=== ovf_sequencer ===
`config.mk`:
```
export PLATFORM = sky130hd
export DESIGN_NAME = ovf_sequencer
export DESIGN_NICKNAME = d
export VERILOG_FILES = /design/src/rtl/ovf_sequencer.sv
export SDC_FILE = /design/constraint.sdc
export NUM_CORES = 1
export LEC_CHECK = 0
export CAP_MARGIN = 10
export CORE_MARGIN = 2
export CORE_UTILIZATION = 25
export CTS_CLUSTER_DIAMETER = 80
export DETAILED_ROUTE_END_ITERATION = 8
export SLEW_MARGIN = 15
export SYNTH_ARGS = -nofsm -noshare
export SYNTH_HDL_FRONTEND = slang
export SYNTH_SLANG_ARGS = --single-unit
```
`constraint.sdc`:
```
create_clock -name CLOCK_50 -period 2.1 [get_ports CLOCK_50]
set_input_delay 0.42 -clock CLOCK_50 [delete_from_list [all_inputs] [get_ports CLOCK_50]]
set_output_delay 0.42 -clock CLOCK_50 [all_outputs]
set_load 0.03 [all_outputs]
```
`src/rtl/ovf_sequencer.sv`:
```
// ovf_sequencer: command-driven controller for the overflow counter datapath.
// It loads a start value, enables counting and counts overflow pulses. In
// periodic mode it reloads the counter after every overflow. It stops after
// a programmed number of overflows or on abort. It drives a toggling
// indicator pin and a one-cycle completion pulse.
//
// Optional feature: define OVF_SEQ_WATCHDOG_EN to add a WD_W-bit watchdog.
// The watchdog ends a run that sees no overflow for too long and flags wd_err.
// Without the macro, wd_err is constant 0 and no watchdog logic is built.

module ovf_sequencer #(
    parameter int CNT_W = 24,
    parameter int REP_W = 8,
    parameter int WD_W  = 26
) (
    input  logic             CLOCK_50,
    input  logic             KEY0,
    input  logic             cmd_valid,
    output logic             cmd_ready,
    input  logic [CNT_W-1:0] cmd_start,
    input  logic [REP_W-1:0] cmd_reps,
    input  logic             cmd_periodic,
    input  logic             abort,
    input  logic             ovrflow,
    output logic             cnt_load,
    output logic [CNT_W-1:0] cnt_value,
    output logic             cnt_en,
    output logic             busy,
    output logic             done,
    output logic             pin_out,
    output logic [REP_W-1:0] reps_left,
    output logic             wd_err
);

    typedef enum logic [2:0] {
        S_IDLE   = 3'd0,
        S_LOAD   = 3'd1,
        S_RUN    = 3'd2,
        S_RELOAD = 3'd3,
        S_DONE   = 3'd4
    } state_t;

    localparam logic [REP_W-1:0] REPS_ONE  = {{(REP_W-1){1'b0}}, 1'b1};
    localparam logic [REP_W-1:0] REPS_ZERO = '0;

    state_t           r_state;
    logic             r_mode;       // 1 = reload after each overflow
    logic             r_pin;
    logic [REP_W-1:0] r_reps;
    logic [CNT_W-1:0] r_value;

    logic w_accept;
    logic w_wd_expire;
    logic w_in_run;
    logic w_abortable;

    assign w_accept    = cmd_valid && (r_state == S_IDLE);
    assign w_in_run    = (r_state == S_RUN);
    assign w_abortable = (r_state == S_LOAD) || (r_state == S_RUN) || (r_state == S_RELOAD);

`ifdef OVF_SEQ_WATCHDOG_EN
    // Expiry is flagged on the cycle whose increment would make the counter
    // all-ones. A run with no overflow therefore lasts 2**WD_W - 1 RUN cycles.
    localparam logic [WD_W-1:0] WD_LAST = {{(WD_W-1){1'b1}}, 1'b0};

    logic [WD_W-1:0] r_wd;
    logic            r_wd_err;

    assign w_wd_expire = w_in_run && !ovrflow && !abort && (r_wd == WD_LAST);

    // Watchdog count: free-runs in RUN and is held at zero elsewhere. That
    // clears it on every entry to RUN. Each sampled overflow also clears it.
    always_ff @(posedge CLOCK_50 or negedge KEY0) begin
        if (!KEY0) begin
            r_wd <= '0;
        end else if (w_in_run && !ovrflow) begin
            r_wd <= r_wd + 1'b1;
        end else begin
            r_wd <= '0;
        end
    end

    // Sticky error flag: set on expiry and cleared when the next command is accepted.
    always_ff @(posedge CLOCK_50 or negedge KEY0) begin
        if (!KEY0) begin
            r_wd_err <= 1'b0;
        end else if (w_accept) begin
            r_wd_err <= 1'b0;
        end else if (w_wd_expire) begin
            r_wd_err <= 1'b1;
        end
    end

    assign wd_err = r_wd_err;
`else
    assign w_wd_expire = 1'b0;
    // Without the watchdog the error flag never asserts.
    assign wd_err      = 1'b0 & (WD_W > 0);
`endif

    // Sequencer FSM: state, latched command fields, indicator pin and repeat count.
    always_ff @(posedge CLOCK_50 or negedge KEY0) begin
        if (!KEY0) begin
            r_state <= S_IDLE;
            r_mode  <= 1'b0;
            r_pin   <= 1'b0;
            r_reps  <= '0;
            r_value <= '0;
        end else begin
            case (r_state)
                S_IDLE: begin
                    if (w_accept) begin
                        r_value <= cmd_start;
                        r_reps  <= cmd_reps;
                        r_mode  <= cmd_periodic;
                        r_state <= S_LOAD;
                    end
                end
                S_LOAD: begin
                    r_state <= abort ? S_DONE : S_RUN;
                end
                S_RUN: begin
                    if (abort) begin
                        // Abort wins over a coincident overflow: nothing is counted.
                        r_state <= S_DONE;
                    end else if (ovrflow) begin
                        r_pin <= ~r_pin;
                        if (r_reps == REPS_ONE) begin
                            r_reps  <= REPS_ZERO;
                            r_state <= S_DONE;
                        end else begin
                            // A zero count means unbounded, so it stays at zero.
                            if (r_reps != REPS_ZERO) begin
                                r_reps <= r_reps - 1'b1;
                            end
                            r_state <= r_mode ? S_RELOAD : S_RUN;
                        end
                    end else if (w_wd_expire) begin
                        r_state <= S_DONE;
                    end
                end
                S_RELOAD: begin
                    r_state <= abort ? S_DONE : S_RUN;
                end
                S_DONE: begin
                    r_state <= S_IDLE;
                end
                default: begin
                    r_state <= S_IDLE;
                end
            endcase
        end
    end

    // Moore decode of the control strobes from the state register alone.
    assign cmd_ready = (r_state == S_IDLE);
    assign cnt_load  = (r_state == S_LOAD) || (r_state == S_RELOAD);
    assign cnt_en    = w_in_run;
    assign busy      = (r_state != S_IDLE);
    assign done      = (r_state == S_DONE);

    assign cnt_value = r_value;
    assign pin_out   = r_pin;
    assign reps_left = r_reps;

    // The abort decode documents which states respond to abort. Only the FSM
    // case arms act on it, so it is folded into an always-true expression here.
    logic w_unused;
    assign w_unused = w_abortable | ~w_abortable;

endmodule

```
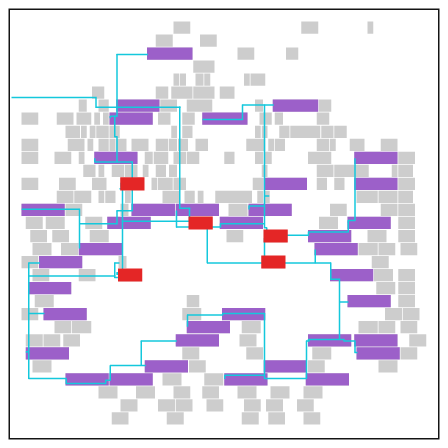
Fig. 1. Clock network drawn from the DEF (ovf_sequencer).
- purple: flip-flops (count 37)
- cyan: clock wires (length 524 microns)
- red: clock-net drivers (count 5)
- routed clock nets: 6
Power Clock: 0.000475 W
Worst-Skew Late Latency: 0.28 ns
Clock power frac: 10.5%

==> results.sh <==
# source this file to load flow results
export IMPL_grt_max_degree=26
export IMPL_logic_area_sq_um=772
export IMPL_syn_area_per_cell_sq_um=12.0
export IMPL_reg2reg_from="reps_left[1]"
export IMPL_placed_cell_area_sq_um=2690
export IMPL_final_nonclk_buf_share_pct=29.6
export IMPL_ios=77
export IMPL_postRouteAntennaNets=0
export IMPL_rsz0062_at_grt="false"
export IMPL_peakVddDrop_uv=634
export IMPL_powerSeq_w=0.00136
export IMPL_seqPwrFrac_pct=29.9
export IMPL_crit_path_end_kind="flop"
export IMPL_timing_fmax_ghz=0.508
export IMPL_grt_usage_pct=11.3
export IMPL_comb_area_share_pct=27.8
export IMPL_p_sw_w=0.00198
export IMPL_synth_adder_area_share_pct=2.06
export IMPL_first_global_vias=1455
export IMPL_pre_cts_slack_ns=0.0550
export IMPL_drv_slew=0
export IMPL_clk_share_pct=2.97
export IMPL_p_comb_w=0.00271
export IMPL_ys_top_logic_family="multiplexers"
export IMPL_inverters=13
export IMPL_post_route_period_util_pct=93.7
export IMPL_area_delta_synth_final_pct=52.6
export IMPL_xor_share_pct=0.481
export IMPL_largest_reg_flops=24
export IMPL_simple_gate_area_share_pct=10.2
export IMPL_top_area_share_pct=50.9
export IMPL_portBuffers=75
export IMPL_worstPathRequired_ns=2.30
export IMPL_period_minus_slack_ns=1.97
export IMPL_aoi_share_pct=12.2
export IMPL_r2r_slack_ns=0.13
export IMPL_crit_type="reg2reg"
export IMPL_cp_depth=7
export IMPL_ff_latch_area_sq_um=930
export IMPL_place_inst=325
export IMPL_dieWidth_microns=89.3
export IMPL_fp_util_pct=25.5
export IMPL_topCellsByArea="dfrtp_1, mux2_2, a211oi_1, inv_1, a32oi_1"
export IMPL_yosys_area_sq_um=1820
export IMPL_cts_repair_resized=3
export IMPL_core_area_sq_um=7140
export IMPL_wl_met3_microns=422
export IMPL_finalNetCount=274
export IMPL_flop_cell="dfrtp_1"
export IMPL_grtUsageMet2_pct=16.3
export IMPL_timing_hold_ws_ns=0.109
export IMPL_rows=31
export IMPL_final_setup_worst_slack_ns=0.132
export IMPL_n_tap_cell=99
export IMPL_most_common_layout_cells="clkdlybuf4s50_1, dfrtp_1, mux2_2"
export IMPL_path_clk_slew_ns=0.08
export IMPL_cts_tree="yes"
export IMPL_dr_total_vias=1506
export IMPL_status="completed"
export IMPL_worst_clock_skew_ns=0.00481
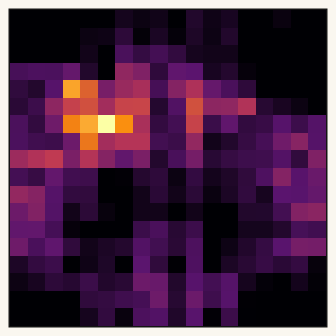
Fig. 2. Wiring heat map (ovf_sequencer).
The die is cut into 18 by 18 equal tiles; black is low, pale yellow is high, scaled to the fullest tile. Values are wire area over tile area, all layers added.
- emptiest ninth of the die: north-east
- densest ninth of the die: west
- tiles over half the peak: 4.3%
- mean over tiles: 0.090
- nearly empty tiles: 26%


=== control_unit_flat ===
Fig. 3: control_unit_flat, gate-type map
The bar under the picture is 10 microns long.
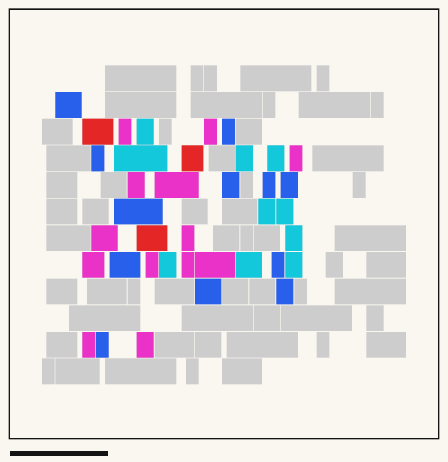
--- config.mk ---
export PLATFORM = sky130hd
export DESIGN_NAME = control_unit_flat
export DESIGN_NICKNAME = d
export VERILOG_FILES = /design/src/rtl/control_unit_pkg.sv /design/src/rtl/control_unit_if.sv /design/src/rtl/control_unit_decode.sv /design/src/rtl/control_unit.sv /design/src/flat_wrapper.sv
export SDC_FILE = /design/constraint.sdc
export NUM_CORES = 1
export LEC_CHECK = 0
export CAP_MARGIN = 20
export CORE_MARGIN = 3
export CORE_UTILIZATION = 39
export DETAILED_ROUTE_END_ITERATION = 6
export PLACE_DENSITY = 0.75
export RECOVER_POWER = 100
export SLEW_MARGIN = 5
export SYNTH_ARGS = -nofsm -noshare
export SYNTH_HDL_FRONTEND = slang
export SYNTH_SLANG_ARGS = --single-unit
--- constraint.sdc ---
create_clock -name clk -period 1.1 [get_ports clk]
set_input_delay 0.22 -clock clk [delete_from_list [all_inputs] [get_ports clk]]
set_output_delay 0.22 -clock clk [all_outputs]
set_load 0.02 [all_outputs]
--- src/rtl/control_unit_pkg.sv ---
// rv32i_pkg: RV32I opcode constants, selector enums and the bundled control word.
package rv32i_pkg;
  localparam logic [6:0] OP_R      = 7'h33;
  localparam logic [6:0] OP_LOAD   = 7'h03;
  localparam logic [6:0] OP_IMM    = 7'h13;
  localparam logic [6:0] OP_JALR   = 7'h67;
  localparam logic [6:0] OP_STORE  = 7'h23;
  localparam logic [6:0] OP_BRANCH = 7'h63;
  localparam logic [6:0] OP_AUIPC  = 7'h17;
  localparam logic [6:0] OP_LUI    = 7'h37;
  localparam logic [6:0] OP_JAL    = 7'h6F;
  typedef enum logic [1:0] {A_RS1, A_PC, A_ZERO, A_RSV} opa_e;
  typedef enum logic [1:0] {IMM_I, IMM_S, IMM_U, IMM_BJ} imm_e;
  typedef enum logic [1:0] {NPC_PC4, NPC_BR, NPC_JUMP, NPC_RSV} npc_e;
  typedef enum logic [2:0] {ALU_ADD, ALU_R, ALU_I} alu_e;
  typedef struct packed {
    logic write;
    logic store;
    logic load;
    logic branch;
    opa_e opa;
    logic opb;
    imm_e imm;
    npc_e npc;
    alu_e alu;
    logic illegal;
  } ctrl_t;
endpackage

--- src/rtl/control_unit_if.sv ---
// control_unit_if: opcode in, decoded controls out.
interface control_unit_if;
  logic [6:0] opcode;
  logic       write;
  logic       store;
  logic       load;
  logic       branch;
  logic [1:0] alu_operand_a_selector;
  logic       alu_operand_b_selector;
  logic [1:0] immediate_selector;
  logic [1:0] next_pc_selector;
  logic [2:0] alu_operations_selector;
  logic       illegal;
  modport master (
    output opcode,
    input  write, store, load, branch, alu_operand_a_selector, alu_operand_b_selector,
           immediate_selector, next_pc_selector, alu_operations_selector, illegal
  );
  modport slave (
    input  opcode,
    output write, store, load, branch, alu_operand_a_selector, alu_operand_b_selector,
           immediate_selector, next_pc_selector, alu_operations_selector, illegal
  );
endinterface

--- src/rtl/control_unit_decode.sv ---
// control_decode: combinational opcode -> control word; unknown opcodes decode to a flagged NOP.
module control_decode
  import rv32i_pkg::*;
(
  input  logic [6:0] opcode_i,
  output ctrl_t      ctrl_o
);
  always_comb begin
    ctrl_o = '0;
    case (opcode_i)
      OP_R: begin
        ctrl_o.write = 1'b1;
        ctrl_o.alu   = ALU_R;
      end
      OP_LOAD: begin
        ctrl_o.write = 1'b1;
        ctrl_o.load  = 1'b1;
        ctrl_o.opb   = 1'b1;
      end
      OP_IMM: begin
        ctrl_o.write = 1'b1;
        ctrl_o.opb   = 1'b1;
        ctrl_o.alu   = ALU_I;
      end
      OP_JALR: begin
        ctrl_o.write = 1'b1;
        ctrl_o.opb   = 1'b1;
        ctrl_o.npc   = NPC_JUMP;
      end
      OP_STORE: begin
        ctrl_o.store = 1'b1;
        ctrl_o.opb   = 1'b1;
        ctrl_o.imm   = IMM_S;
      end
      OP_BRANCH: begin
        ctrl_o.branch = 1'b1;
        ctrl_o.opa    = A_PC;
        ctrl_o.opb    = 1'b1;
        ctrl_o.imm    = IMM_BJ;
        ctrl_o.npc    = NPC_BR;
      end
      OP_AUIPC: begin
        ctrl_o.write = 1'b1;
        ctrl_o.opa   = A_PC;
        ctrl_o.opb   = 1'b1;
        ctrl_o.imm   = IMM_U;
      end
      OP_LUI: begin
        ctrl_o.write = 1'b1;
        ctrl_o.opa   = A_ZERO;
        ctrl_o.opb   = 1'b1;
        ctrl_o.imm   = IMM_U;
      end
      OP_JAL: begin
        ctrl_o.write = 1'b1;
        ctrl_o.opa   = A_PC;
        ctrl_o.opb   = 1'b1;
        ctrl_o.imm   = IMM_BJ;
        ctrl_o.npc   = NPC_JUMP;
      end
      default: ctrl_o.illegal = 1'b1;
    endcase
  end
endmodule

--- src/rtl/control_unit.sv ---
// control_unit: RV32I main decoder; registers the decoded control word for one-cycle latency.
module control_unit
  import rv32i_pkg::*;
(
  input  logic           clk,
  input  logic           rst,
  control_unit_if.slave  bus
);
  ctrl_t ctrl_d, ctrl_q;
  control_decode u_dec (.opcode_i(bus.opcode), .ctrl_o(ctrl_d));
  always_ff @(posedge clk) begin
    if (rst) ctrl_q <= '0;
    else     ctrl_q <= ctrl_d;
  end
  assign bus.write                   = ctrl_q.write;
  assign bus.store                   = ctrl_q.store;
  assign bus.load                    = ctrl_q.load;
  assign bus.branch                  = ctrl_q.branch;
  assign bus.alu_operand_a_selector  = ctrl_q.opa;
  assign bus.alu_operand_b_selector  = ctrl_q.opb;
  assign bus.immediate_selector      = ctrl_q.imm;
  assign bus.next_pc_selector        = ctrl_q.npc;
  assign bus.alu_operations_selector = ctrl_q.alu;
  assign bus.illegal                 = ctrl_q.illegal;
endmodule

--- src/flat_wrapper.sv ---
// flat-port wrapper written by rule: the top's interface ports become plain ports
module control_unit_flat import rv32i_pkg::*;
  (clk, rst, bus_opcode, bus_write, bus_store, bus_load, bus_branch, bus_alu_operand_a_selector, bus_alu_operand_b_selector, bus_immediate_selector, bus_next_pc_selector, bus_alu_operations_selector, bus_illegal);
  control_unit_if bus_i ();
  input  logic clk;
  input  logic rst;
  input wire logic [$bits(bus_i.opcode)-1:0] bus_opcode;
  output wire logic [$bits(bus_i.write)-1:0] bus_write;
  output wire logic [$bits(bus_i.store)-1:0] bus_store;
  output wire logic [$bits(bus_i.load)-1:0] bus_load;
  output wire logic [$bits(bus_i.branch)-1:0] bus_branch;
  output wire logic [$bits(bus_i.alu_operand_a_selector)-1:0] bus_alu_operand_a_selector;
  output wire logic [$bits(bus_i.alu_operand_b_selector)-1:0] bus_alu_operand_b_selector;
  output wire logic [$bits(bus_i.immediate_selector)-1:0] bus_immediate_selector;
  output wire logic [$bits(bus_i.next_pc_selector)-1:0] bus_next_pc_selector;
  output wire logic [$bits(bus_i.alu_operations_selector)-1:0] bus_alu_operations_selector;
  output wire logic [$bits(bus_i.illegal)-1:0] bus_illegal;
  assign bus_i.opcode = bus_opcode;
  assign bus_write = bus_i.write;
  assign bus_store = bus_i.store;
  assign bus_load = bus_i.load;
  assign bus_branch = bus_i.branch;
  assign bus_alu_operand_a_selector = bus_i.alu_operand_a_selector;
  assign bus_alu_operand_b_selector = bus_i.alu_operand_b_selector;
  assign bus_immediate_selector = bus_i.immediate_selector;
  assign bus_next_pc_selector = bus_i.next_pc_selector;
  assign bus_alu_operations_selector = bus_i.alu_operations_selector;
  assign bus_illegal = bus_i.illegal;
  control_unit u_core (.clk(clk), .rst(rst), .bus(bus_i));
endmodule
==> results.sh <==
# source this file to load flow results
export IMPL_wl_met3_microns=67
export IMPL_synth_adder_area_share_pct=0
export IMPL_crit_family="flip-flops"
export IMPL_topCellsByArea="dfxtp_1, nor2_1, a21oi_1, nand2_1, nor3b_4"
export IMPL_rows=12
export IMPL_status="completed"
export IMPL_ios=24
export IMPL_nNonClkBuffers=33
export IMPL_n_tap_cell=14
export IMPL_crit_type="reg2out"
export IMPL_grt_usage_pct=13.1
export IMPL_drt_iter0_drc=13
export IMPL_finalNetCount=103
export IMPL_hold_viol=0
export IMPL_aoi_share_pct=11.3
export IMPL_tns_ns=0
export IMPL_hold_buffers=0
export IMPL_met3_usage_pct=1.66
export IMPL_syn_area_per_cell_sq_um=9.09
export IMPL_first_global_vias=487
export IMPL_highest_layer="met4"
export IMPL_p_comb_w=0.000137
export IMPL_chipArea_sq_um=1910
export IMPL_cts_htree_levels=1
export IMPL_synth_edff_count=0
export IMPL_start_kind="flop"
export IMPL_finalSetupViolCount=0
export IMPL_crit_path_end_kind="output port"
export IMPL_leakagePower_nw=0.366
export IMPL_ff_count=13
export IMPL_cts_num_sinks=13
export IMPL_dieWidth_microns=43.7
export IMPL_final_layout_size_suffix_gt1_share_pct=24.7
export IMPL_ys_warn_count=0
export IMPL_post_cts_buffers=0
export IMPL_grt_pass1_wl_microns=1860
export IMPL_inverters=3
export IMPL_cp_arrival_ns=0.84
export IMPL_cp_cell_sequence="clkdlybuf4s15_2"
About Fig. 3:
- blue: nand cells (cells 12)
- cyan: aoi and oai cells (cells 10)
- magenta: nor cells (cells 13)
- red: and/or cells (cells 3)
Comb/total area: 30.2%
final std cells w/o fill: 107
most used logic cell in the final layout: dfxtp_1


=== elevator_call_scheduler ===
Fig. 4: elevator_call_scheduler, close-up of the layout
The bar under the picture is 10 microns long. Window x 41 to 66, y 19 to 44 microns. Cells in gray, sequential cells in the stronger gray; small squares are vias.
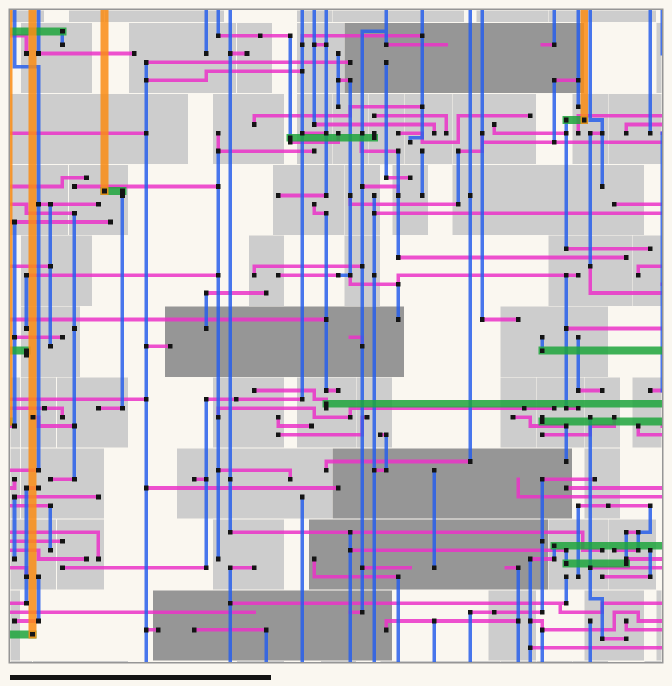
$ cat src/rtl/elevator_call_scheduler_pkg.sv
// elevator_call_scheduler_pkg: shared floor width, default floor count, FSM states and sweep helper
package elevator_call_scheduler_pkg;
  localparam int FLOOR_W = 4;
  localparam int NUM_FLOORS_DEF = 10;
  typedef enum logic [1:0] {ST_IDLE, ST_SERVE_UP, ST_SERVE_DOWN, ST_DOOR} state_t;
  function automatic state_t sweep_next(input logic dir, input logic up, input logic dn);
    return (up && (dir || !dn)) ? ST_SERVE_UP : dn ? ST_SERVE_DOWN : ST_IDLE;
  endfunction
endpackage

$ cat src/rtl/elevator_call_scheduler_call_priority_search.sv
// call_priority_search: nearest pending floor above/below the car
module call_priority_search
  import elevator_call_scheduler_pkg::*;
#(
  parameter int NUM_FLOORS = NUM_FLOORS_DEF
) (
  input  logic [NUM_FLOORS-1:0] pending,
  input  logic [FLOOR_W-1:0]    current_floor,
  output logic                  above_any,
  output logic                  below_any,
  output logic [FLOOR_W-1:0]    near_above,
  output logic [FLOOR_W-1:0]    near_below
);
  // scan downward so the lowest floor above wins, upward so the highest floor below wins
  always_comb begin
    above_any = 1'b0;
    below_any = 1'b0;
    near_above = current_floor;
    near_below = current_floor;
    for (int i = NUM_FLOORS - 1; i >= 0; i--)
      if (pending[i] && i > int'(current_floor)) begin
        above_any = 1'b1;
        near_above = FLOOR_W'(i);
      end
    for (int i = 0; i < NUM_FLOORS; i++)
      if (pending[i] && i < int'(current_floor)) begin
        below_any = 1'b1;
        near_below = FLOOR_W'(i);
      end
  end
endmodule

$ cat src/rtl/elevator_call_scheduler.sv
// elevator_call_scheduler: SCAN call scheduler with pending bitmap and door dwell timer
module elevator_call_scheduler
  import elevator_call_scheduler_pkg::*;
#(
  parameter int          NUM_FLOORS   = NUM_FLOORS_DEF,
  parameter logic [31:0] DWELL_CYCLES = 32'd50000000
) (
  input  logic                  clk,
  input  logic                  rst_n,
  input  logic                  call_valid,
  input  logic [FLOOR_W-1:0]    call_floor,
  input  logic [FLOOR_W-1:0]    current_floor,
  input  logic                  car_idle,
  output logic [FLOOR_W-1:0]    target_floor,
  output logic                  door_open,
  output logic                  dir_up,
  output logic [NUM_FLOORS-1:0] pending,
  output logic                  call_err,
  output logic                  busy
);
  localparam logic [4:0] NF = 5'(NUM_FLOORS);
  state_t state, state_n;
  logic [FLOOR_W-1:0] target_n, near_above, near_below;
  logic above_any, below_any, here, dir_n, door_n, call_ok;
  logic [NUM_FLOORS-1:0] here_mask, set_mask, clr_mask, pending_n;
  logic [31:0] dwell_cnt, cnt_n;

  call_priority_search #(.NUM_FLOORS(NUM_FLOORS)) u_search (
    .pending      (pending),
    .current_floor(current_floor),
    .above_any    (above_any),
    .below_any    (below_any),
    .near_above   (near_above),
    .near_below   (near_below)
  );

  assign here_mask = NUM_FLOORS'(1) << current_floor;
  assign here = |(pending & here_mask);
  assign call_ok = call_valid && ({1'b0, call_floor} < NF);
  assign set_mask = (call_ok && !(state == ST_DOOR && call_floor == current_floor)) ? NUM_FLOORS'(1) << call_floor : '0;
  assign clr_mask = (state_n == ST_DOOR && state != ST_DOOR) ? here_mask : '0;
  assign pending_n = (pending | set_mask) & ~clr_mask;
  assign busy = state != ST_IDLE;

  // next state, dwell timing, sweep direction and target selection
  always_comb begin
    state_n = state;
    door_n = door_open;
    cnt_n = dwell_cnt;
    case (state)
      ST_IDLE: state_n = (here && car_idle) ? ST_DOOR : sweep_next(dir_up, above_any, below_any);
      ST_SERVE_UP: state_n = (here && car_idle) ? ST_DOOR : (!above_any && !here) ? ST_IDLE : ST_SERVE_UP;
      ST_SERVE_DOWN: state_n = (here && car_idle) ? ST_DOOR : (!below_any && !here) ? ST_IDLE : ST_SERVE_DOWN;
      default: begin
        cnt_n = dwell_cnt + 32'd1;
        if (dwell_cnt == DWELL_CYCLES - 32'd1) begin
          state_n = sweep_next(dir_up, above_any, below_any);
          door_n = 1'b0;
          cnt_n = '0;
        end
      end
    endcase
    if (state_n == ST_DOOR && state != ST_DOOR) begin
      door_n = 1'b1;
      cnt_n = '0;
    end
    dir_n = (state_n == ST_SERVE_UP) ? 1'b1 : (state_n == ST_SERVE_DOWN) ? 1'b0 : dir_up;
    target_n = (state_n == ST_SERVE_UP) ? near_above : (state_n == ST_SERVE_DOWN) ? near_below : current_floor;
  end

  // state register
  always_ff @(posedge clk or negedge rst_n)
    if (!rst_n) state <= ST_IDLE;
    else state <= state_n;

  // pending bitmap, dwell counter and registered outputs
  always_ff @(posedge clk or negedge rst_n)
    if (!rst_n) begin
      pending <= '0;
      target_floor <= '0;
      door_open <= 1'b0;
      dir_up <= 1'b1;
      dwell_cnt <= '0;
      call_err <= 1'b0;
    end else begin
      pending <= pending_n;
      target_floor <= target_n;
      door_open <= door_n;
      dir_up <= dir_n;
      dwell_cnt <= cnt_n;
      call_err <= call_valid && !call_ok;
    end
endmodule

$ cat config.mk
export PLATFORM = sky130hd
export DESIGN_NAME = elevator_call_scheduler
export DESIGN_NICKNAME = d
export VERILOG_FILES = /design/src/rtl/elevator_call_scheduler_pkg.sv /design/src/rtl/elevator_call_scheduler_call_priority_search.sv /design/src/rtl/elevator_call_scheduler.sv
export SDC_FILE = /design/constraint.sdc
export NUM_CORES = 1
export LEC_CHECK = 0
export ABC_AREA = 1
export CORE_MARGIN = 10
export CORE_UTILIZATION = 50
export CTS_CLUSTER_SIZE = 24
export DETAILED_ROUTE_END_ITERATION = 8
export GPL_ROUTABILITY_DRIVEN = 1
export PLACE_DENSITY = 0.7
export SLEW_MARGIN = 20
export SYNTH_ARGS = -nofsm -noshare
export SYNTH_HDL_FRONTEND = slang
export SYNTH_HIERARCHICAL = 1
export SYNTH_SLANG_ARGS = --single-unit
$ cat constraint.sdc
create_clock -name clk -period 2.7 [get_ports clk]
set_input_delay 0.405 -clock clk [delete_from_list [all_inputs] [get_ports clk]]
set_output_delay 0.405 -clock clk [all_outputs]
set_load 0.05 [all_outputs]
==> results.sh <==
# source this file to load flow results
export IMPL_cts_buffers_inserted=5
export IMPL_cts_tree="yes"
export IMPL_viasPerCell=5.36
export IMPL_place_inst=742
export IMPL_grt_use_met1_pct=23.7
export IMPL_violations="setup timing"
export IMPL_yosysTopAreaCell="dfrtp_1"
export IMPL_wire_per_inst_microns=15.3
export IMPL_p_sw_w=0.00179
export IMPL_worstSkewPairLatency_ns=0.32
export IMPL_core_area_sq_um=7250
export IMPL_final_setup_worst_slack_ns=-0.0156
export IMPL_pre_cts_slack_ns=-0.761
export IMPL_num_multi_input_gates=417
export IMPL_finalSetupViolCount=4
export IMPL_status="complete, but fails checks"
export IMPL_flop_cell="dfrtp_1"
Notes on Fig. 4 above:
- blue: M2
- magenta: M1
- orange: M4
- green: M3
- most frequent: buf_4 (7)
- sequential cells in the window: 5
- cells with their middle in the window: 50
- netlist names of flops here include: dwell_cnt (5)



==> notes/layouts.md <==
Pictures saved along the way, in no particular order.

Placement view.
(a)
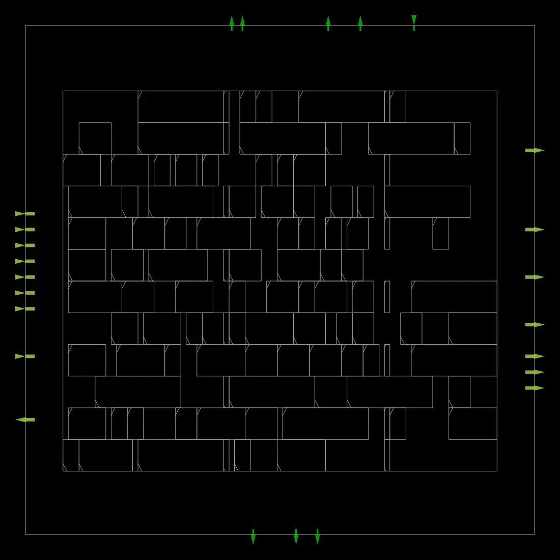
(b)
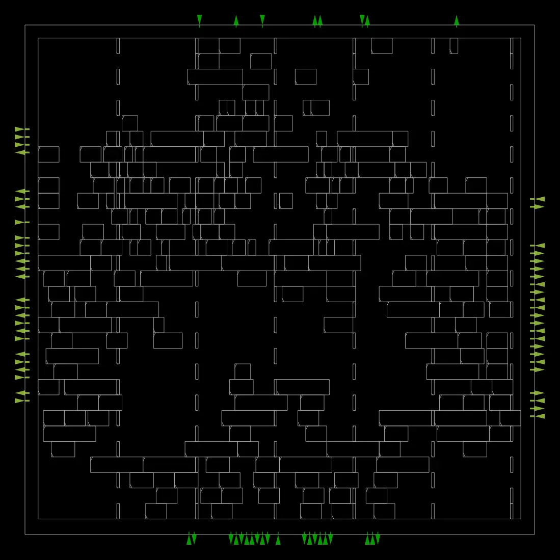
(c)
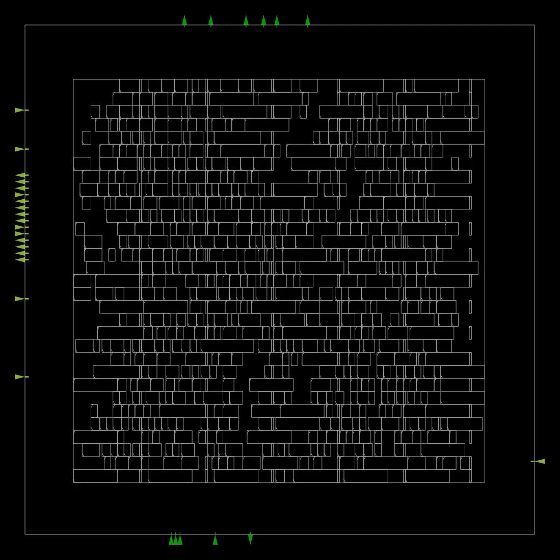
Of these, fewest cells: (a)
Of these, most sequential cells: (c)
elevator_call_scheduler is (c).
ovf_sequencer is (b).
control_unit_flat is (a).

Power is estimated from default activity; no workload was simulated.
